=== block 1 ===
Fig. 1: block 1, clock distribution
The bar under the picture is 50 um long.
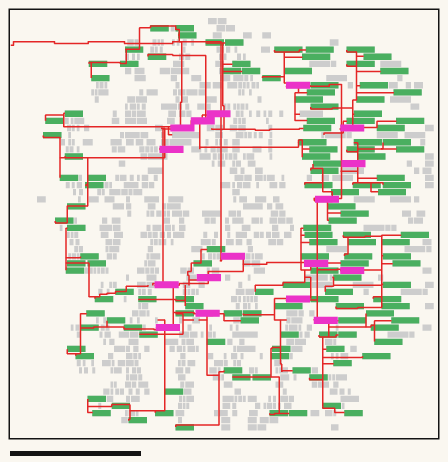

### config.mk
export PLATFORM = sky130hd
export DESIGN_NAME = oversample_ctrl_flat
export DESIGN_NICKNAME = d
export VERILOG_FILES = /design/src/rtl/oversample_ctrl_if.sv /design/src/rtl/oversample_ctrl.sv /design/src/flat_wrapper.sv
export SDC_FILE = /design/constraint.sdc
export NUM_CORES = 1
export LEC_CHECK = 0
export CAP_MARGIN = 15
export CORE_UTILIZATION = 30
export DETAILED_ROUTE_END_ITERATION = 12
export MAX_ROUTING_LAYER = met4
export PLACE_DENSITY = 0.44
export SLEW_MARGIN = 5
export SYNTH_ARGS = -nofsm -noshare
export SYNTH_HDL_FRONTEND = slang
export SYNTH_SLANG_ARGS = --single-unit
### constraint.sdc
create_clock -name clk -period 6.79 [get_ports clk]
set_input_delay 1.358 -clock clk [delete_from_list [all_inputs] [get_ports clk]]
set_output_delay 1.358 -clock clk [all_outputs]
set_load 0.03 [all_outputs]
### src/rtl/oversample_ctrl_if.sv
// Sample-in / result-out bundle of the oversampling controller.
// Slave side is the controller, master side drives conversions and consumes words.
interface oversample_ctrl_if #(
    parameter int NCH = 2
) ();
    localparam int LW = (NCH > 1) ? $clog2(NCH) : 1;

    logic [11:0]   sample;
    logic [4:0]    channel;
    logic          eoc;
    logic [15:0]   out_data;
    logic [LW-1:0] out_lane;
    logic          out_valid;
    logic          out_ready;

    modport master (
        output sample, channel, eoc, out_ready,
        input  out_data, out_lane, out_valid
    );

    modport slave (
        input  sample, channel, eoc, out_ready,
        output out_data, out_lane, out_valid
    );
endinterface

### src/rtl/oversample_ctrl.sv
// Per-channel XADC oversampling lanes (x1/x16/x256) feeding a small
// first-word-fall-through result FIFO with valid/ready output.
module oversample_ctrl #(
    parameter int         NCH        = 2,
    parameter logic [4:0] CH_BASE    = 5'd3,
    parameter int         FIFO_DEPTH = 4
) (
    input  logic        clk,
    input  logic        rst,
    input  logic        cfg_enable,
    input  logic [1:0]  cfg_mode,
    oversample_ctrl_if.slave bus,
    output logic        overflow,
    output logic        busy
);
    localparam int LW = (NCH > 1) ? $clog2(NCH) : 1;
    localparam int AW = $clog2(FIFO_DEPTH);
    localparam int CW = AW + 1;

    typedef enum logic [1:0] {S_OFF, S_RUN, S_RECONF} state_t;

    state_t        state_q, state_d;
    logic [1:0]    active_q;
    logic [19:0]   acc_q [NCH];
    logic [19:0]   acc_d [NCH];
    logic [7:0]    cnt_q [NCH];
    logic [7:0]    cnt_d [NCH];
    logic          busy_d;

    logic          cfg_ok;
    logic [5:0]    ch_off;
    logic          hit;
    logic [LW-1:0] sel;
    logic          take;
    logic [19:0]   total;
    logic [19:0]   rnd;
    logic [15:0]   norm;
    logic [7:0]    last;
    logic          push;

    assign cfg_ok = cfg_enable && (cfg_mode != 2'b11);

    always_comb begin
        state_d = state_q;
        unique case (state_q)
            S_OFF:    if (cfg_ok) state_d = S_RECONF;
            S_RUN: begin
                if (!cfg_ok)                   state_d = S_OFF;
                else if (cfg_mode != active_q) state_d = S_RECONF;
            end
            S_RECONF: state_d = S_RUN;
            default:  state_d = S_OFF;
        endcase
    end

    assign ch_off = {1'b0, bus.channel} - {1'b0, CH_BASE};
    assign hit    = ({1'b0, bus.channel} >= {1'b0, CH_BASE}) && (ch_off < 6'(NCH));
    assign sel    = ch_off[LW-1:0];
    // A strobe on the cycle RUN is being left belongs to the old mode.
    assign take   = bus.eoc && hit && (state_q == S_RUN) && (state_d == S_RUN);
    assign total  = acc_q[sel] + {8'd0, bus.sample};

    always_comb begin
        last = 8'd255;
        rnd  = total + 20'd8;
        norm = 16'(rnd >> 4);
        unique case (active_q)
            2'b00: begin
                last = 8'd0;
                norm = {bus.sample, 4'h0};
            end
            2'b01: begin
                last = 8'd15;
                rnd  = total + 20'd2;
                norm = 16'(rnd & ~20'd3);
            end
            default: ;
        endcase
    end

    always_comb begin
        acc_d = acc_q;
        cnt_d = cnt_q;
        push  = 1'b0;
        if (state_q != S_RUN) begin
            for (int i = 0; i < NCH; i++) begin
                acc_d[i] = '0;
                cnt_d[i] = '0;
            end
        end else if (take) begin
            if (cnt_q[sel] == last) begin
                push       = 1'b1;
                acc_d[sel] = '0;
                cnt_d[sel] = '0;
            end else begin
                acc_d[sel] = total;
                cnt_d[sel] = cnt_q[sel] + 8'd1;
            end
        end
    end

    always_comb begin
        busy_d = 1'b0;
        for (int i = 0; i < NCH; i++)
            if (cnt_d[i] != 8'd0) busy_d = 1'b1;
    end

    always_ff @(posedge clk) begin
        if (rst) begin
            state_q  <= S_OFF;
            active_q <= 2'b00;
            busy     <= 1'b0;
            for (int i = 0; i < NCH; i++) begin
                acc_q[i] <= '0;
                cnt_q[i] <= '0;
            end
        end else begin
            state_q <= state_d;
            if (state_q == S_RECONF) active_q <= cfg_mode;
            busy  <= busy_d;
            acc_q <= acc_d;
            cnt_q <= cnt_d;
        end
    end

    logic [15:0]   mem_data [FIFO_DEPTH];
    logic [LW-1:0] mem_lane [FIFO_DEPTH];
    logic [AW-1:0] wr_q, rd_q;
    logic [CW-1:0] fcnt_q;
    logic          full, pop, wr_en;

    assign full  = (fcnt_q == CW'(FIFO_DEPTH));
    assign pop   = bus.out_valid && bus.out_ready;
    // A pop in the same cycle frees the slot a full-FIFO push needs.
    assign wr_en = push && (!full || pop);

    always_ff @(posedge clk) begin
        if (wr_en) begin
            mem_data[wr_q] <= norm;
            mem_lane[wr_q] <= sel;
        end
    end

    always_ff @(posedge clk) begin
        if (rst) begin
            wr_q     <= '0;
            rd_q     <= '0;
            fcnt_q   <= '0;
            overflow <= 1'b0;
        end else begin
            if (wr_en) wr_q <= wr_q + AW'(1);
            if (pop)   rd_q <= rd_q + AW'(1);
            fcnt_q <= fcnt_q + CW'(wr_en) - CW'(pop);
            if (push && !wr_en) overflow <= 1'b1;
        end
    end

    assign bus.out_valid = (fcnt_q != '0);
    assign bus.out_data  = bus.out_valid ? mem_data[rd_q] : '0;
    assign bus.out_lane  = bus.out_valid ? mem_lane[rd_q] : '0;
endmodule

### src/flat_wrapper.sv
// flat-port wrapper written by rule: the top's interface ports become plain ports
module oversample_ctrl_flat 
#(
    parameter int         NCH        = 2,
    parameter logic [4:0] CH_BASE    = 5'd3,
    parameter int         FIFO_DEPTH = 4
)
  (clk, rst, cfg_enable, cfg_mode, overflow, busy, bus_sample, bus_channel, bus_eoc, bus_out_ready, bus_out_data, bus_out_lane, bus_out_valid);
  oversample_ctrl_if #(.NCH(NCH)) bus_i ();
  input  logic clk;
  input  logic rst;
  input  logic cfg_enable;
  input  logic [1:0] cfg_mode;
  output logic overflow;
  output logic busy;
  input wire logic [$bits(bus_i.sample)-1:0] bus_sample;
  input wire logic [$bits(bus_i.channel)-1:0] bus_channel;
  input wire logic [$bits(bus_i.eoc)-1:0] bus_eoc;
  input wire logic [$bits(bus_i.out_ready)-1:0] bus_out_ready;
  output wire logic [$bits(bus_i.out_data)-1:0] bus_out_data;
  output wire logic [$bits(bus_i.out_lane)-1:0] bus_out_lane;
  output wire logic [$bits(bus_i.out_valid)-1:0] bus_out_valid;
  assign bus_i.sample = bus_sample;
  assign bus_i.channel = bus_channel;
  assign bus_i.eoc = bus_eoc;
  assign bus_i.out_ready = bus_out_ready;
  assign bus_out_data = bus_i.out_data;
  assign bus_out_lane = bus_i.out_lane;
  assign bus_out_valid = bus_i.out_valid;
  oversample_ctrl #(.NCH(NCH), .CH_BASE(CH_BASE), .FIFO_DEPTH(FIFO_DEPTH)) u_core (.clk(clk), .rst(rst), .cfg_enable(cfg_enable), .cfg_mode(cfg_mode), .bus(bus_i), .overflow(overflow), .busy(busy));
endmodule
=== block 2 ===
--- config.mk ---
export PLATFORM = sky130hd
export DESIGN_NAME = decoder38_pulse
export DESIGN_NICKNAME = d
export VERILOG_FILES = /design/src/rtl/decoder38_pulse.sv
export SDC_FILE = /design/constraint.sdc
export NUM_CORES = 1
export LEC_CHECK = 0
export ABC_AREA = 0
export CAP_MARGIN = 40
export CORE_MARGIN = 3
export CORE_UTILIZATION = 58
export CTS_BUF_LIST = sky130_fd_sc_hd__clkbuf_16
export DETAILED_ROUTE_END_ITERATION = 8
export PLACE_DENSITY = 0.8
export SYNTH_ARGS = -nofsm -noshare
export SYNTH_HDL_FRONTEND = slang
export SYNTH_SLANG_ARGS = --single-unit
--- constraint.sdc ---
create_clock -name iClk -period 3.9 [get_ports iClk]
set_clock_uncertainty 0.2 [all_clocks]
set_input_delay 0.39 -clock iClk [delete_from_list [all_inputs] [get_ports iClk]]
set_output_delay 0.39 -clock iClk [all_outputs]
set_load 0.01 [all_outputs]
--- src/rtl/decoder38_pulse.sv ---
// decoder38_pulse: FIFO-buffered 3-to-8 decoder driving one active-low line for HOLD_CYCLES cycles
module decoder38_pulse #(
  parameter int HOLD_CYCLES = 4,
  parameter int DEPTH = 4
) (
  input  logic                     iClk,
  input  logic                     iRst_n,
  input  logic [2:0]               iData,
  input  logic                     iValid,
  output logic                     oReady,
  input  logic                     iEI,
  output logic [7:0]               oData,
  output logic                     oEO,
  output logic [$clog2(DEPTH):0]   oCount
);
  localparam int AW = $clog2(DEPTH);
  localparam logic [7:0] HOLD_M1 = 8'(HOLD_CYCLES - 1);
  typedef enum logic {IDLE, HOLD} state_t;
  state_t state_q, state_d;
  logic [AW-1:0] wr_ptr_q, wr_ptr_d, rd_ptr_q, rd_ptr_d;
  logic [AW:0] count_q, count_d;
  logic [7:0] cnt_q, cnt_d, data_q, data_d;
  logic eo_q, eo_d;
  logic [2:0] mem_q [DEPTH];
  logic push, pop;
  assign oReady = count_q != (AW+1)'(DEPTH);
  assign push = iValid && oReady;
  assign pop = !iEI && count_q != '0 && (state_q == IDLE || cnt_q == '0);
  assign oData = data_q;
  assign oEO = eo_q;
  assign oCount = count_q;
  always_comb begin
    wr_ptr_d = push ? wr_ptr_q + 1'b1 : wr_ptr_q;
    rd_ptr_d = pop ? rd_ptr_q + 1'b1 : rd_ptr_q;
    count_d = count_q + (AW+1)'(push) - (AW+1)'(pop);
    state_d = IDLE;
    data_d = 8'hFF;
    eo_d = 1'b0;
    cnt_d = '0;
    if (pop) begin
      state_d = HOLD;
      data_d = ~(8'd1 << mem_q[rd_ptr_q]);
      eo_d = 1'b1;
      cnt_d = HOLD_M1;
    end else if (!iEI && state_q == HOLD && cnt_q != '0) begin
      state_d = HOLD;
      data_d = data_q;
      eo_d = 1'b1;
      cnt_d = cnt_q - 1'b1;
    end
  end
  always_ff @(posedge iClk or negedge iRst_n) begin
    if (!iRst_n) begin
      state_q <= IDLE;
      wr_ptr_q <= '0;
      rd_ptr_q <= '0;
      count_q <= '0;
      cnt_q <= '0;
      data_q <= 8'hFF;
      eo_q <= 1'b0;
    end else begin
      state_q <= state_d;
      wr_ptr_q <= wr_ptr_d;
      rd_ptr_q <= rd_ptr_d;
      count_q <= count_d;
      cnt_q <= cnt_d;
      data_q <= data_d;
      eo_q <= eo_d;
    end
  end
  always_ff @(posedge iClk) begin
    if (push) mem_q[wr_ptr_q] <= iData;
  end
endmodule

=== block 3 ===
### config.mk
export PLATFORM = sky130hd
export DESIGN_NAME = avalon_packetizer_flat
export DESIGN_NICKNAME = d
export VERILOG_FILES = /design/src/rtl/avalon_packetizer_if.sv /design/src/rtl/avalon_packetizer.sv /design/src/flat_wrapper.sv
export SDC_FILE = /design/constraint.sdc
export NUM_CORES = 1
export LEC_CHECK = 0
export CAP_MARGIN = 15
export CORE_MARGIN = 1.5
export CORE_UTILIZATION = 25
export DETAILED_ROUTE_END_ITERATION = 8
export GPL_ROUTABILITY_DRIVEN = 0
export HOLD_SLACK_MARGIN = 0.02
export SYNTH_ARGS = -nofsm -noshare
export SYNTH_HDL_FRONTEND = slang
export SYNTH_SLANG_ARGS = --single-unit
### constraint.sdc
create_clock -name clk -period 3.88 [get_ports clk]
set_clock_uncertainty 0.1 [all_clocks]
set_input_delay 0.776 -clock clk [delete_from_list [all_inputs] [get_ports clk]]
set_output_delay 0.776 -clock clk [all_outputs]
set_load 0.005 [all_outputs]
### src/rtl/avalon_packetizer_if.sv
// Avalon-ST packet bus: data plus SOP/EOP framing and empty-byte count on the EOP beat.
// Latency: none, this is a pure signal bundle.
// Backpressure: the sink drives rdy; a beat transfers when valid & rdy.
interface avalon_st_if #(
  parameter int DATA_WIDTH_IN_BYTES = 8
);
  localparam int EMPTY_W = $clog2(DATA_WIDTH_IN_BYTES);

  logic [DATA_WIDTH_IN_BYTES*8-1:0] data;
  logic                             valid;
  logic                             rdy;
  logic                             sop;
  logic                             eop;
  logic [EMPTY_W-1:0]               empty;

  modport master (output data, valid, sop, eop, empty, input rdy);
  modport slave  (input data, valid, sop, eop, empty, output rdy);
endinterface

### src/rtl/avalon_packetizer.sv
// Frames a raw word stream into Avalon-ST packets from per-packet byte-length commands.
// Latency: 0 cycles data_in -> packet_msg while sending; first beat the cycle after length accept.
// Backpressure: packet_msg.rdy passes straight to data_in_rdy; optional counters via AVALON_PACKETIZER_STATS_EN.
module avalon_packetizer #(
  parameter int DATA_WIDTH_IN_BYTES = 8,
  parameter int MAX_LEN_BYTES       = 1024,
  localparam int B          = DATA_WIDTH_IN_BYTES,
  localparam int LEN_W      = $clog2(MAX_LEN_BYTES + 1),
  localparam int EMPTY_W    = $clog2(B),
  localparam int MAX_WORDS  = (MAX_LEN_BYTES + B - 1) / B,
  localparam int WCNT_W     = $clog2(MAX_WORDS + 1)
) (
  input  logic             clk,
  input  logic             rst,
  input  logic             len_valid,
  input  logic [LEN_W-1:0] len_bytes,
  output logic             len_rdy,
  input  logic [B*8-1:0]   data_in,
  input  logic             data_in_valid,
  output logic             data_in_rdy,
  avalon_st_if.master      packet_msg,
  output logic             len_err
`ifdef AVALON_PACKETIZER_STATS_EN
  ,
  output logic [31:0]      packets_sent,
  output logic [15:0]      len_errs
`endif
);

  typedef enum logic {
    IDLE = 1'b0,
    SEND = 1'b1
  } state_t;

  state_t              state_q, state_d;
  logic [WCNT_W-1:0]   words_total_q, words_total_d;
  logic [WCNT_W-1:0]   word_cnt_q, word_cnt_d;
  logic [EMPTY_W-1:0]  last_empty_q, last_empty_d;
  logic                len_err_q, len_err_d;

  // Length rounded up to a whole number of beats before the shift.
  logic [LEN_W:0]      len_round;
  logic                len_bad;
  logic                last_beat;
  logic                beat_fire;

  assign len_round = {1'b0, len_bytes} + (LEN_W + 1)'(B - 1);
  assign len_bad   = (len_bytes == '0) || (len_bytes > LEN_W'(MAX_LEN_BYTES));
  assign last_beat = (word_cnt_q == words_total_q - WCNT_W'(1));
  assign beat_fire = (state_q == SEND) && data_in_valid && packet_msg.rdy;

  // Next-state: accept/drop length commands in IDLE, count beats in SEND.
  always_comb begin
    state_d       = state_q;
    words_total_d = words_total_q;
    word_cnt_d    = word_cnt_q;
    last_empty_d  = last_empty_q;
    len_err_d     = 1'b0;
    case (state_q)
      IDLE: begin
        if (len_valid) begin
          if (len_bad) begin
            len_err_d = 1'b1;
          end else begin
            words_total_d = WCNT_W'(len_round >> EMPTY_W);
            // Unused bytes in the final beat: (-len) mod B.
            last_empty_d  = '0 - len_bytes[EMPTY_W-1:0];
            word_cnt_d    = '0;
            state_d       = SEND;
          end
        end
      end
      SEND: begin
        if (beat_fire) begin
          word_cnt_d = word_cnt_q + WCNT_W'(1);
          if (last_beat) begin
            state_d = IDLE;
          end
        end
      end
      default: state_d = IDLE;
    endcase
  end

  // Outputs: quiet in IDLE, combinational pass-through with framing in SEND.
  always_comb begin
    len_rdy          = 1'b0;
    data_in_rdy      = 1'b0;
    packet_msg.valid = 1'b0;
    packet_msg.data  = '0;
    packet_msg.sop   = 1'b0;
    packet_msg.eop   = 1'b0;
    packet_msg.empty = '0;
    case (state_q)
      IDLE: len_rdy = 1'b1;
      SEND: begin
        packet_msg.valid = data_in_valid;
        packet_msg.data  = data_in;
        data_in_rdy      = packet_msg.rdy;
        packet_msg.sop   = data_in_valid && (word_cnt_q == '0);
        packet_msg.eop   = data_in_valid && last_beat;
        packet_msg.empty = (data_in_valid && last_beat) ? last_empty_q : '0;
      end
      default: len_rdy = 1'b0;
    endcase
  end

  assign len_err = len_err_q;

  // State and packet-descriptor registers.
  always_ff @(posedge clk) begin
    if (rst) begin
      state_q       <= IDLE;
      words_total_q <= '0;
      word_cnt_q    <= '0;
      last_empty_q  <= '0;
      len_err_q     <= 1'b0;
    end else begin
      state_q       <= state_d;
      words_total_q <= words_total_d;
      word_cnt_q    <= word_cnt_d;
      last_empty_q  <= last_empty_d;
      len_err_q     <= len_err_d;
    end
  end

`ifdef AVALON_PACKETIZER_STATS_EN
  logic [31:0] packets_sent_q, packets_sent_d;
  logic [15:0] len_errs_q, len_errs_d;

  // Free-running wrap-around counters of completed packets and dropped lengths.
  always_comb begin
    packets_sent_d = packets_sent_q;
    len_errs_d     = len_errs_q;
    if (beat_fire && last_beat) begin
      packets_sent_d = packets_sent_q + 32'd1;
    end
    if (len_err_d) begin
      len_errs_d = len_errs_q + 16'd1;
    end
  end

  // Statistics registers.
  always_ff @(posedge clk) begin
    if (rst) begin
      packets_sent_q <= '0;
      len_errs_q     <= '0;
    end else begin
      packets_sent_q <= packets_sent_d;
      len_errs_q     <= len_errs_d;
    end
  end

  assign packets_sent = packets_sent_q;
  assign len_errs     = len_errs_q;
`endif

endmodule

### src/flat_wrapper.sv
// flat-port wrapper written by rule: the top's interface ports become plain ports
module avalon_packetizer_flat 
#(
  parameter int DATA_WIDTH_IN_BYTES = 8,
  parameter int MAX_LEN_BYTES       = 1024,
  localparam int B          = DATA_WIDTH_IN_BYTES,
  localparam int LEN_W      = $clog2(MAX_LEN_BYTES + 1),
  localparam int EMPTY_W    = $clog2(B),
  localparam int MAX_WORDS  = (MAX_LEN_BYTES + B - 1) / B,
  localparam int WCNT_W     = $clog2(MAX_WORDS + 1)
)
  (clk, rst, len_valid, len_bytes, len_rdy, data_in, data_in_valid, data_in_rdy, len_err, packet_msg_data, packet_msg_valid, packet_msg_sop, packet_msg_eop, packet_msg_empty, packet_msg_rdy);
  avalon_st_if #(.DATA_WIDTH_IN_BYTES(DATA_WIDTH_IN_BYTES)) packet_msg_i ();
  input  logic clk;
  input  logic rst;
  input  logic len_valid;
  input  logic [LEN_W-1:0] len_bytes;
  output logic len_rdy;
  input  logic [B*8-1:0] data_in;
  input  logic data_in_valid;
  output logic data_in_rdy;
  output logic len_err;
  output wire logic [$bits(packet_msg_i.data)-1:0] packet_msg_data;
  output wire logic [$bits(packet_msg_i.valid)-1:0] packet_msg_valid;
  output wire logic [$bits(packet_msg_i.sop)-1:0] packet_msg_sop;
  output wire logic [$bits(packet_msg_i.eop)-1:0] packet_msg_eop;
  output wire logic [$bits(packet_msg_i.empty)-1:0] packet_msg_empty;
  input wire logic [$bits(packet_msg_i.rdy)-1:0] packet_msg_rdy;
  assign packet_msg_data = packet_msg_i.data;
  assign packet_msg_valid = packet_msg_i.valid;
  assign packet_msg_sop = packet_msg_i.sop;
  assign packet_msg_eop = packet_msg_i.eop;
  assign packet_msg_empty = packet_msg_i.empty;
  assign packet_msg_i.rdy = packet_msg_rdy;
  avalon_packetizer #(.DATA_WIDTH_IN_BYTES(DATA_WIDTH_IN_BYTES), .MAX_LEN_BYTES(MAX_LEN_BYTES)) u_core (.clk(clk), .rst(rst), .len_valid(len_valid), .len_bytes(len_bytes), .len_rdy(len_rdy), .data_in(data_in), .data_in_valid(data_in_valid), .data_in_rdy(data_in_rdy), .packet_msg(packet_msg_i), .len_err(len_err));
endmodule
=== block 4 ===
$ cat config.mk
export PLATFORM = sky130hd
export DESIGN_NAME = bcd_digit_scanner_flat
export DESIGN_NICKNAME = d
export VERILOG_FILES = /design/src/rtl/bcd_scan_if.sv /design/src/rtl/bcd_digit_scanner.sv /design/src/flat_wrapper.sv
export SDC_FILE = /design/constraint.sdc
export NUM_CORES = 1
export LEC_CHECK = 0
export ABC_AREA = 1
export CAP_MARGIN = 20
export CORE_ASPECT_RATIO = 0.7
export CORE_UTILIZATION = 49
export CTS_BUF_LIST = sky130_fd_sc_hd__clkbuf_8 sky130_fd_sc_hd__clkbuf_16
export DETAILED_ROUTE_END_ITERATION = 8
export PLACE_DENSITY = 0.79
export REMOVE_ABC_BUFFERS = 1
export SLEW_MARGIN = 20
export SYNTH_ARGS = -nofsm -noshare
export SYNTH_HDL_FRONTEND = slang
export SYNTH_SLANG_ARGS = --single-unit
$ cat constraint.sdc
create_clock -name clk -period 3.6 [get_ports clk]
set_input_delay 0.72 -clock clk [delete_from_list [all_inputs] [get_ports clk]]
set_output_delay 0.72 -clock clk [all_outputs]
set_load 0.02 [all_outputs]
$ cat src/rtl/bcd_scan_if.sv
// Digit-scanner bus: frame load and blanking controls in, one scanned digit slot out.
interface bcd_scan_if #(
    parameter int unsigned DIGITS = 4
);
    localparam int unsigned IDX_W = (DIGITS > 1) ? $clog2(DIGITS) : 1;

    logic                  load;
    logic [4*DIGITS-1:0]   digits_in;
    logic                  blank_lz;
    logic [3:0]            bcd;
    logic [DIGITS-1:0]     an;
    logic [IDX_W-1:0]      digit_idx;
    logic                  frame_done;

    modport master (
        output load, digits_in, blank_lz,
        input  bcd, an, digit_idx, frame_done
    );

    modport slave (
        input  load, digits_in, blank_lz,
        output bcd, an, digit_idx, frame_done
    );
endinterface

$ cat src/rtl/bcd_digit_scanner.sv
// Multiplexed common-anode 7-segment scanner with a double-buffered BCD frame,
// leading-zero blanking and invalid-code blanking.
module bcd_digit_scanner #(
    parameter int unsigned DIGITS   = 4,
    parameter int unsigned SCAN_DIV = 1000
) (
    input  logic         clk,
    input  logic         rst,
    bcd_scan_if.slave    bus
);
    localparam int unsigned IDX_W  = (DIGITS > 1) ? $clog2(DIGITS) : 1;
    localparam int unsigned DIV_W  = $clog2(SCAN_DIV);
    localparam int unsigned DATA_W = 4 * DIGITS;

    typedef enum logic {
        ST_IDLE,
        ST_SCAN
    } state_t;

    state_t              state_q, state_d;
    logic [DIV_W-1:0]    div_q, div_d;
    logic [IDX_W-1:0]    idx_q, idx_d;
    logic [DATA_W-1:0]   pending_q, pending_d;
    logic                pend_vld_q, pend_vld_d;
    logic [DATA_W-1:0]   display_q, display_d;
    logic                frame_done_q, frame_done_d;
    logic [DIGITS-1:0]   an_q, an_d;
    logic [3:0]          bcd_q, bcd_d;

    logic                tick;
    logic                wrap;
    logic                zero_above;
    logic [DIGITS-1:0]   blanked;
    logic [3:0]          cur_code;
    logic                cur_blank;

    // Next-state and next-output decode; outputs are derived from the
    // post-edge state so an, bcd and digit_idx always move together.
    always_comb begin
        state_d      = ST_SCAN;
        div_d        = div_q;
        idx_d        = idx_q;
        pending_d    = pending_q;
        pend_vld_d   = pend_vld_q;
        display_d    = display_q;
        tick         = 1'b0;
        wrap         = 1'b0;
        zero_above   = 1'b1;
        blanked      = '0;
        cur_code     = 4'd0;
        cur_blank    = 1'b1;
        an_d         = '1;
        bcd_d        = 4'd0;

        // The prescaler only runs once scanning has started, so the first
        // lit slot gets its full SCAN_DIV cycles.
        if (state_q == ST_SCAN) begin
            tick  = (div_q == DIV_W'(SCAN_DIV - 1));
            div_d = tick ? '0 : div_q + DIV_W'(1);
            if (tick) begin
                if (idx_q == IDX_W'(DIGITS - 1)) begin
                    idx_d = '0;
                    wrap  = 1'b1;
                end else begin
                    idx_d = idx_q + IDX_W'(1);
                end
            end
        end

        // Frame swap only on the boundary; a same-cycle load bypasses pending.
        if (wrap) begin
            if (bus.load) begin
                display_d = bus.digits_in;
            end else if (pend_vld_q) begin
                display_d = pending_q;
            end
            pend_vld_d = 1'b0;
        end else if (bus.load) begin
            pending_d  = bus.digits_in;
            pend_vld_d = 1'b1;
        end

        // Scan from the most significant digit down to find leading zeros.
        for (int k = DIGITS - 1; k >= 0; k--) begin
            zero_above = zero_above && (display_d[4*k +: 4] == 4'd0);
            blanked[k] = (display_d[4*k +: 4] > 4'd9)
                       || (bus.blank_lz && (k != 0) && zero_above);
        end

        for (int k = 0; k < DIGITS; k++) begin
            if (IDX_W'(k) == idx_d) begin
                cur_code  = display_d[4*k +: 4];
                cur_blank = blanked[k];
            end
        end

        if ((state_d == ST_SCAN) && !cur_blank) begin
            bcd_d = cur_code;
            for (int k = 0; k < DIGITS; k++) begin
                if (IDX_W'(k) == idx_d) begin
                    an_d[k] = 1'b0;
                end
            end
        end

        frame_done_d = wrap;
    end

    // State register; reset wins over any simultaneous load.
    always_ff @(posedge clk) begin
        if (rst) begin
            state_q      <= ST_IDLE;
            div_q        <= '0;
            idx_q        <= '0;
            pending_q    <= '0;
            pend_vld_q   <= 1'b0;
            display_q    <= '0;
            frame_done_q <= 1'b0;
            an_q         <= '1;
            bcd_q        <= 4'd0;
        end else begin
            state_q      <= state_d;
            div_q        <= div_d;
            idx_q        <= idx_d;
            pending_q    <= pending_d;
            pend_vld_q   <= pend_vld_d;
            display_q    <= display_d;
            frame_done_q <= frame_done_d;
            an_q         <= an_d;
            bcd_q        <= bcd_d;
        end
    end

    assign bus.an         = an_q;
    assign bus.bcd        = bcd_q;
    assign bus.digit_idx  = idx_q;
    assign bus.frame_done = frame_done_q;
endmodule

$ cat src/flat_wrapper.sv
// flat-port wrapper written by rule: the top's interface ports become plain ports
module bcd_digit_scanner_flat 
#(
    parameter int unsigned DIGITS   = 4,
    parameter int unsigned SCAN_DIV = 1000
)
  (clk, rst, bus_load, bus_digits_in, bus_blank_lz, bus_bcd, bus_an, bus_digit_idx, bus_frame_done);
  bcd_scan_if #(.DIGITS(DIGITS)) bus_i ();
  input  logic clk;
  input  logic rst;
  input wire logic [$bits(bus_i.load)-1:0] bus_load;
  input wire logic [$bits(bus_i.digits_in)-1:0] bus_digits_in;
  input wire logic [$bits(bus_i.blank_lz)-1:0] bus_blank_lz;
  output wire logic [$bits(bus_i.bcd)-1:0] bus_bcd;
  output wire logic [$bits(bus_i.an)-1:0] bus_an;
  output wire logic [$bits(bus_i.digit_idx)-1:0] bus_digit_idx;
  output wire logic [$bits(bus_i.frame_done)-1:0] bus_frame_done;
  assign bus_i.load = bus_load;
  assign bus_i.digits_in = bus_digits_in;
  assign bus_i.blank_lz = bus_blank_lz;
  assign bus_bcd = bus_i.bcd;
  assign bus_an = bus_i.an;
  assign bus_digit_idx = bus_i.digit_idx;
  assign bus_frame_done = bus_i.frame_done;
  bcd_digit_scanner #(.DIGITS(DIGITS), .SCAN_DIV(SCAN_DIV)) u_core (.clk(clk), .rst(rst), .bus(bus_i));
endmodule
Fig. 2: block 2, clock nets
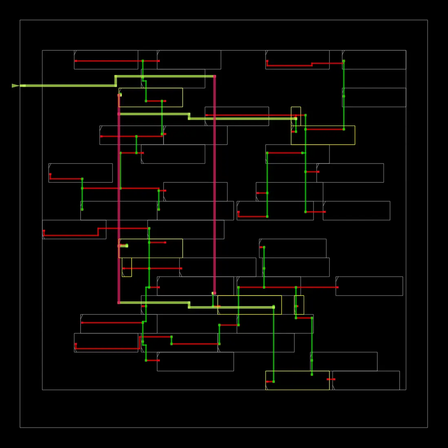
CLK BUF: 5
clk pwr: 0.365 mW
Late-Pin Clk Latency: 0.28 ns

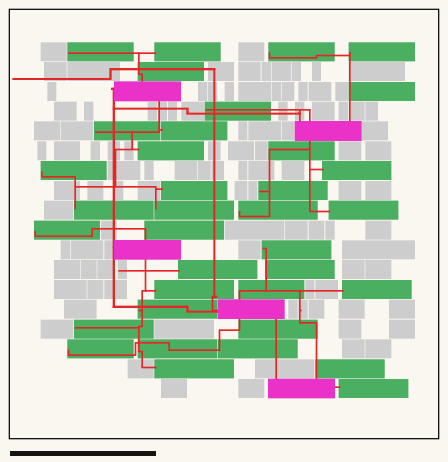
Fig. 3. Clock distribution (block 2).
The bar under the picture is 20 um long.
[green] flip-flops | count: 36
[red] clock wires | length: 444 um
[magenta] cells driving clock nets | count: 5
routed clock nets: 6

==> results.toml, block 2 <==
# synthesis and place-and-route metrics
[finish]
seq-cell-share_pct = 49.21
largest_class = "registers"
nets = 160
final_layout_size_suffix_gt1_share_pct = 14.48

[synth]
ys_top_cells_by_count = "dfrtp_1 (16), edfxtp_1 (12), inv_1 (10), nor2_1 (9)"
synth_warnings = 0
flop_cell = "dfrtp_1"

[detailed_routing]
finalWirelength_um = 2777
wl_met1_um = 1171

[placed_design]
dp_slack_ns = 1.371

[final_timing]
worst_pin_slew_ns = 0.6504

[global_routing]
gr-usage-met2_pct = 30.44

[job]
maxCapViolations = 0

[worst_setup_path]
critical_path.max_stage_delay_ns = 0.43
slowest_stage = "dfrtp_1"
worstReg2RegStart = "cnt_q[4]"
path_buffers = 2
crit_type = "register to register"

[clock_tree]
post_cts_resized = 0

[pwr]
irDropWorstVdd_uv = 680.1
p_per_area_nw_per_um2 = 828.1

[run_status]
status = "finished, final reports clean"

[floorplan]
tapCellCount = 30
==> block 2: layout by cell type (no fill, tap or decap), drive strengths merged, types with 5 or more instances in the layout <==
cell,n
nand2,8
edfxtp,12
inv,12
clkbuf,5
ha,8
xnor2,5
dfstp,8
dfrtp,16
nor2,9
clkdlybuf4s50,19
o22a,8
==> block 2: power by group <==
group | total (mW) | leakage [nW] | internal (mW) | switching (mW)
clock network | 0.365 | 0.0738 | 0.229 | 0.135
registers | 0.638 | 0.395 | 0.532 | 0.105
logic | 0.632 | 0.366 | 0.315 | 0.317
==> block 2: registers in the layout (all words and copies together) (netlist names) <==
register and flops:
mem_q 12, rd_ptr_q 2, oData 8, oCount 3, cnt_q 8, oEO 1, wr_ptr_q 2
==> block 2: kinds of logic (layout without fill, tap and decap cells) <==
logic type | Yosys count | after routing | synth area share, %
flip-flops | 36 | 36 | 60.11
AND-OR/OR-AND | 16 | 16 | 7.514
buffers and inverters | 14 | 39 | 4.647
XOR/XNOR | 9 | 9 | 4.880
multiplexers | 4 | 4 | 4.880
adder cells (fa/ha/maj) | 9 | 9 | 7.436
AND/OR/NAND/NOR | 32 | 32 | 10.53
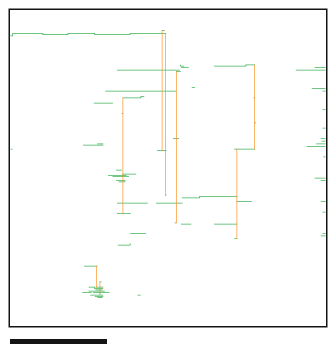
Fig. 4. Signal wires by layer (block 1).
The bar under the picture is 50 um long. Only two layers are drawn.
| color | layer | wire length |
|---|---|---|
| green | met3 | 502 um |
| orange | met4 | 390 um |

About Fig. 1:
[green] flip-flops | count: 139
[magenta] cells driving clock nets | count: 17
[red] clock wires | length: 2130 um
routed clock nets: 18
flops lie: all over the die

==> results.toml, block 1 <==
# synthesis and place-and-route metrics
[final_timing]
finalCritPeriodShare_pct = 74.38
hold_ws_ns = 0.4531
final.setup.tns_ns = 0
setup-violations-final = 0

[run_status]
status = "finished, final reports clean"

[detailed_routing]
ant_nets = 0

[global_routing]
busiest_layer = "met2"
grt_max_degree = 58

[clock_tree]
cts_tree = "done"

[finish]
final_area_um2 = 9184
nets = 856
n_fill_cell = 2534

[worst_setup_path]
critical_path.max_stage_delay_ns = 0.74
r2r_slack_ns = 2.93
cp-start-kind = "primary input"

[placed_design]
gp_congestion = 0.8319
port-buffer-count = 43
placed_cells = 1118

[floorplan]
io_pins = 44

[synth]
synth_warnings = 0

[pwr]
power_frac_clock_pct = 38.0
## block 1: power by group through the flow
stage	sequential [mW]	clock, mW	combinational, mW
5_1_grt	0.926	1.02	0.708
4_1_cts	0.924	0.981	0.662
3_5_place_dp	0.942	0	0.660
2_1_floorplan	0.929	0	0.438
3_3_place_gp	0.941	0	0.652
6_report	0.923	0.960	0.645
## block 1: logic make-up after synthesis
| logic type | Yosys count | share of synthesized area [%] |
|---|---|---|
| AND-OR/OR-AND | 152 | 12.60 |
| flip-flops | 139 | 44.33 |
| multiplexers | 55 | 10.20 |
| adder cells (fa/ha/maj) | 24 | 4.036 |
| AND/OR/NAND/NOR | 305 | 19.84 |
| XOR/XNOR | 51 | 6.198 |
| buffers and inverters | 55 | 2.787 |
## block 1: per-layer routing
layer	vias up	wire length (um)
li1	2860	-
met1	2909	9937
met2	104	9539
met3	22	501
met4	0	390
met5	-	0
## block 1: cell type report
type,count,area (um2),share of cell area [%]
Timing Repair Buffer,51,518.0,5.640
Clock buffer,23,511.7,5.572
Multi-Input combinational cell,587,4134,45.01
Tap cell,330,412.9,4.496
Inverter,12,45.04,0.4905
Clock inverter,9,98.84,1.076
Sequential cell,139,3463,37.71
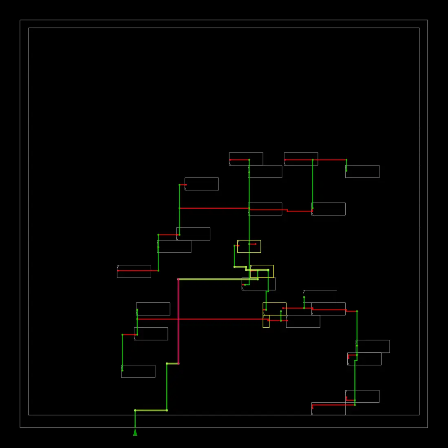
Fig. 5. Clock nets (block 3).
clk pwr: 0.144 mW
clk sink count: 21
CLK BUF: 4

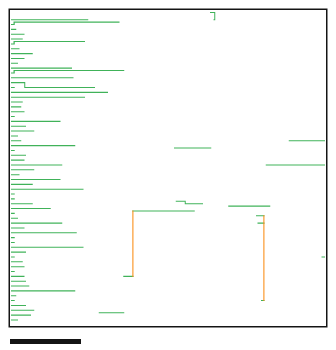
Fig. 6. Signal wires by layer (block 3).
The bar under the picture is 20 um long. Only two layers are drawn.
| color | layer | wire length |
|---|---|---|
| orange | met4 | 42.2 um |
| green | met3 | 587 um |

==> results.toml, block 3 <==
# synthesis and place-and-route metrics
[synth]
yosys-stat-cells = 243
synth_warnings = 0
simple_gate_share_pct = 45.61

[worst_setup_path]
crit_end = "packet_msg_empty[1]"
crit_type = "register to output pin"
slowest_stage = "or4_1"
crit_cells = 7
reg2reg_depth = 6

[global_routing]
grt_overflow_total = 0
antenna_found_initial = 0
grt_max_degree = 72
globalRouteMet1Util_pct = 20.47

[run_status]
status = "finished, final reports clean"

[pwr]
top_power_group = "combinational logic"
p_per_area_nw_per_um2 = 182.1
p_seq_mw = 0.235
switching_share_pct = 26.77

[finish]
seq_area_um2 = 420.4
logic_gate_count = 201

[job]
maxCapViolations = 0
warnings = 27

[detailed_routing]
wl_per_cell_um = 13.45
drt_iter0_markers = 87

[clock_tree]
clk_pin_slew_ns = 0.07
post_cts_resized = 0

[floorplan]
dieHeight_um = 88.75

[placed_design]
hpwlAfterDp_um = 5366
-- block 3: worst reg2reg max path, cell delays in order (launching register included) --
cell and delay (ns):
dfxtp_1 0.38, or4_1 0.56, nor4_1 0.28, a211oi_1 0.10
a2111oi_2 0.36, buf_4 0.20, a311oi_1 0.09
-- block 3: cells in the mapped netlist, drive strengths merged (2+ instances only) --
cell | count | share of area [%]
and2 | 72 | 25
a211oi | 7 | 2.9
nand2 | 8 | 1.6
ha | 4 | 2.7
a311oi | 2 | 0.95
nor3 | 4 | 1.1
nor4 | 3 | 1.0
nor2 | 22 | 4.5
nand3 | 5 | 1.4
mux2i | 4 | 2.2
clkbuf | 11 | 2.2
buf | 2 | 0.88
and3 | 4 | 1.6
o31ai | 2 | 0.82
xor2 | 9 | 4.3
nor3b | 2 | 0.82
nor2b | 3 | 1.0
or2 | 2 | 0.68
or3 | 5 | 1.9
inv | 8 | 1.6
a21oi | 6 | 1.6
a221oi | 2 | 0.95
or4 | 3 | 1.6
xnor2 | 10 | 4.8
dfxtp | 21 | 23
o21ai | 4 | 1.1
nand4 | 4 | 1.4
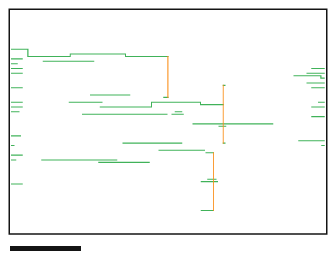
Fig. 7. Signal wires by layer (block 4).
The bar under the picture is 20 um long. Only two layers are drawn.
| color | layer | wire length |
|---|---|---|
| green | met3 | 325 um |
| orange | met4 | 44.2 um |

==> results.toml, block 4 <==
# synthesis and place-and-route metrics
[pwr]
power_frac_seq_pct = 61.7
power.leakage_nw = 1.311
pg_clk_mw = 0.305
intPower_mw = 0.7915
power_frac_clock_pct = 29.7
p_sw_mw = 0.2375

[synth]
synth.area.mux_share_pct = 0.3828
syn_area_per_cell_um2 = 7.087
synth_warnings = 0
flop_cell = "dfxtp_1"
yosys_area_um2 = 2615
top_area_share_pct = 42.11
simple_gate_share_pct = 35.93
top_cells_by_area = "dfxtp_1 (42%), nand2_1 (11%), nor2_1 (11%)"
synth_seq_share_pct = 42.11

[run_status]
status = "finished, final reports clean"

[placed_design]
placed_cells = 457
port-buffer-count = 30

[job]
maxCapViolations = 0

[finish]
final_area_um2 = 3014
n_fill_cell = 499
seq_area_um2 = 1101
seq-cell-share_pct = 36.53
area_growth_pct = 15.26
logic_gate_count = 262
fin_cells = 463

[worst_setup_path]
critical_path.max_stage_delay_ns = 0.40
cp-start-kind = "primary input"
cpLargestDelayFamily = "buffers and inverters"

[final_timing]
setup-violations-final = 0
slew_viol_final = 0
relSlewSlack_pct = 66.62
finalClockSkew_ns = 0.006081
min_period_ns = 2.613

[floorplan]
dieWidth_um = 89.32

[clock_tree]
root_buffer = "clkbuf_8"
clk_pin_slew_ns = 0.09

[detailed_routing]
vias_per_cell = 5.099
finalWirelength_um = 5670
route.vias.total = 2361

[hold_path]
hold_class = "register to register"

[global_routing]
grt_pass1_vias = 2139
## block 4: worst paths after layout
check / startpoint / cells past startpoint / end / slack [ns]
setup / recovery: bus_load / 13 / u_core.bus.an[1] / 0.99
hold / removal: u_core.pending_q[0] / 2 / u_core.pending_q[0] / 0.47
setup reg to reg: u_core.div_q[0] / 13 / u_core.bus.an[1] / 1.29
hold reg to reg: u_core.pending_q[0] / 2 / u_core.pending_q[0] / 0.47
## block 4: routing by layer
metal	track usage [%]	up-vias	share of wire, %
met4	4.762	0	0.78
met1	33.93	1067	52
met3	4.980	7	5.7
li1	-	1227	-
met5	0	-	0
met2	32.82	60	41
## block 4: state kept, by name, indices dropped and copies added, names as in the netlist
register / flops
u_core.bus.digit_idx: 2
u_core.div_q: 10
u_core.display_q: 16
u_core.bus.an: 4
u_core.pend_vld_q: 1
u_core.bus.bcd: 4
u_core.bus.frame_done: 1
u_core.pending_q: 16
u_core.state_q: 1
## block 4: through the flow
stage,hold slack [ns],total power [mW]
floorplan,0.4306,0.6925
global placement,0.4580,0.7349
detailed placement,0.4601,0.7379
CTS,0.4738,1.037
global route,0.5047,1.079
finish,0.4679,1.029


## Gallery

Floorplan with the power grid.
picture 1
The bar under the picture is 20 um long. Pins as bars on the die edge. Tap cells in gray.
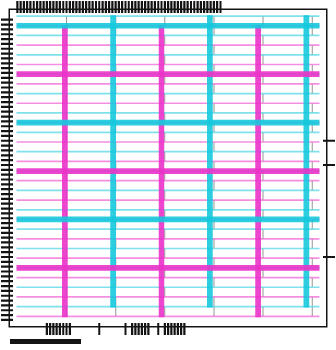
picture 2
The bar under the picture is 50 um long. Pins as bars on the die edge. Tap cells in gray.
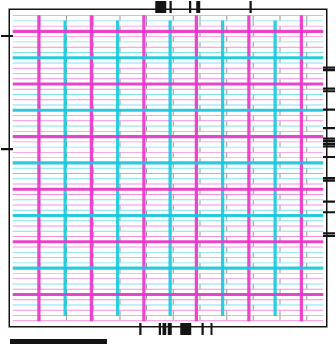
picture 3
The bar under the picture is 20 um long. Pins as bars on the die edge. Tap cells in gray.
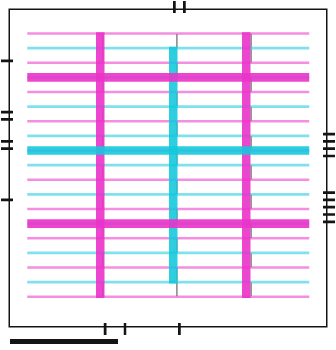
picture 4
The bar under the picture is 20 um long. Pins as bars on the die edge. Tap cells in gray.
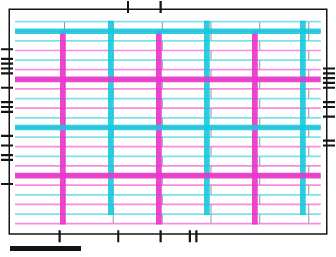
- picture 3 = block 2
- picture 4 = block 4
- picture 2 = block 1
- picture 1 = block 3

Key to picture 4:
| color | net |
|---|---|
| magenta | VSS |
| cyan | VDD |
met4 straps: 6
met1 rails: 22


==> screenshots <==
Cells colored by class.
(a)
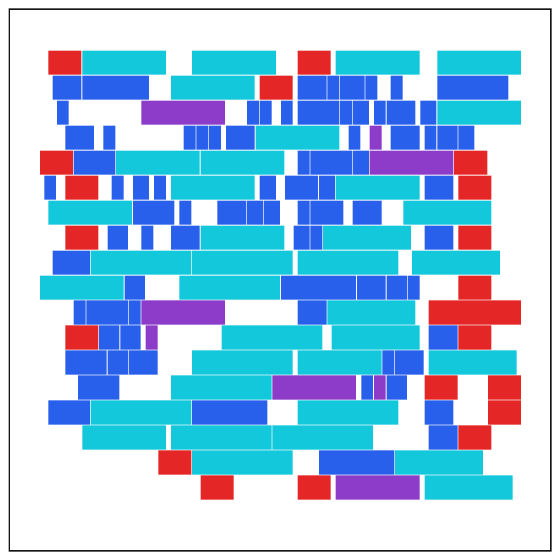
(b)
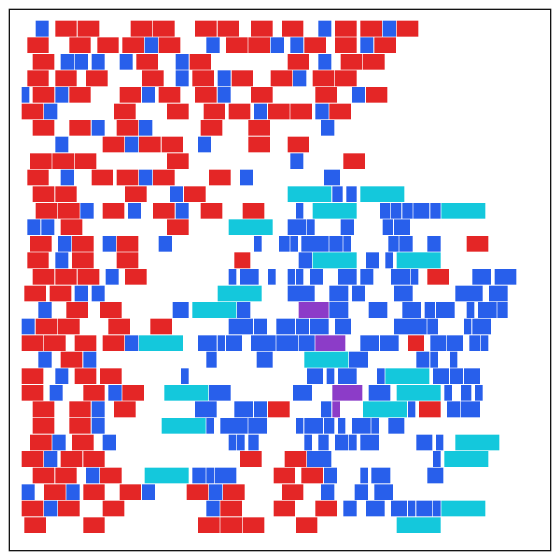
(c)
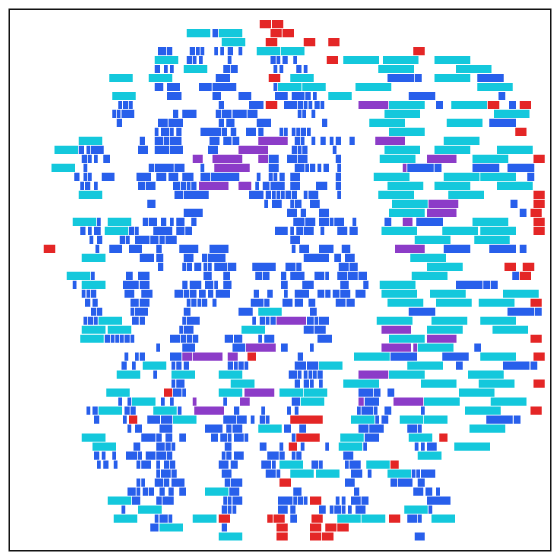
(d)
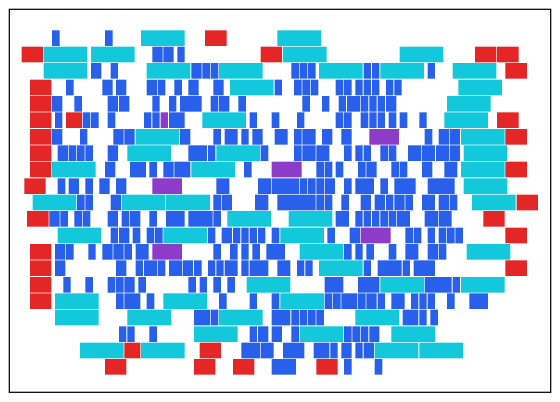
block 3 -> (b)
block 2 -> (a)
block 1 -> (c)
block 4 -> (d)

No activity file was given, so power comes from the tool's default toggle rates.
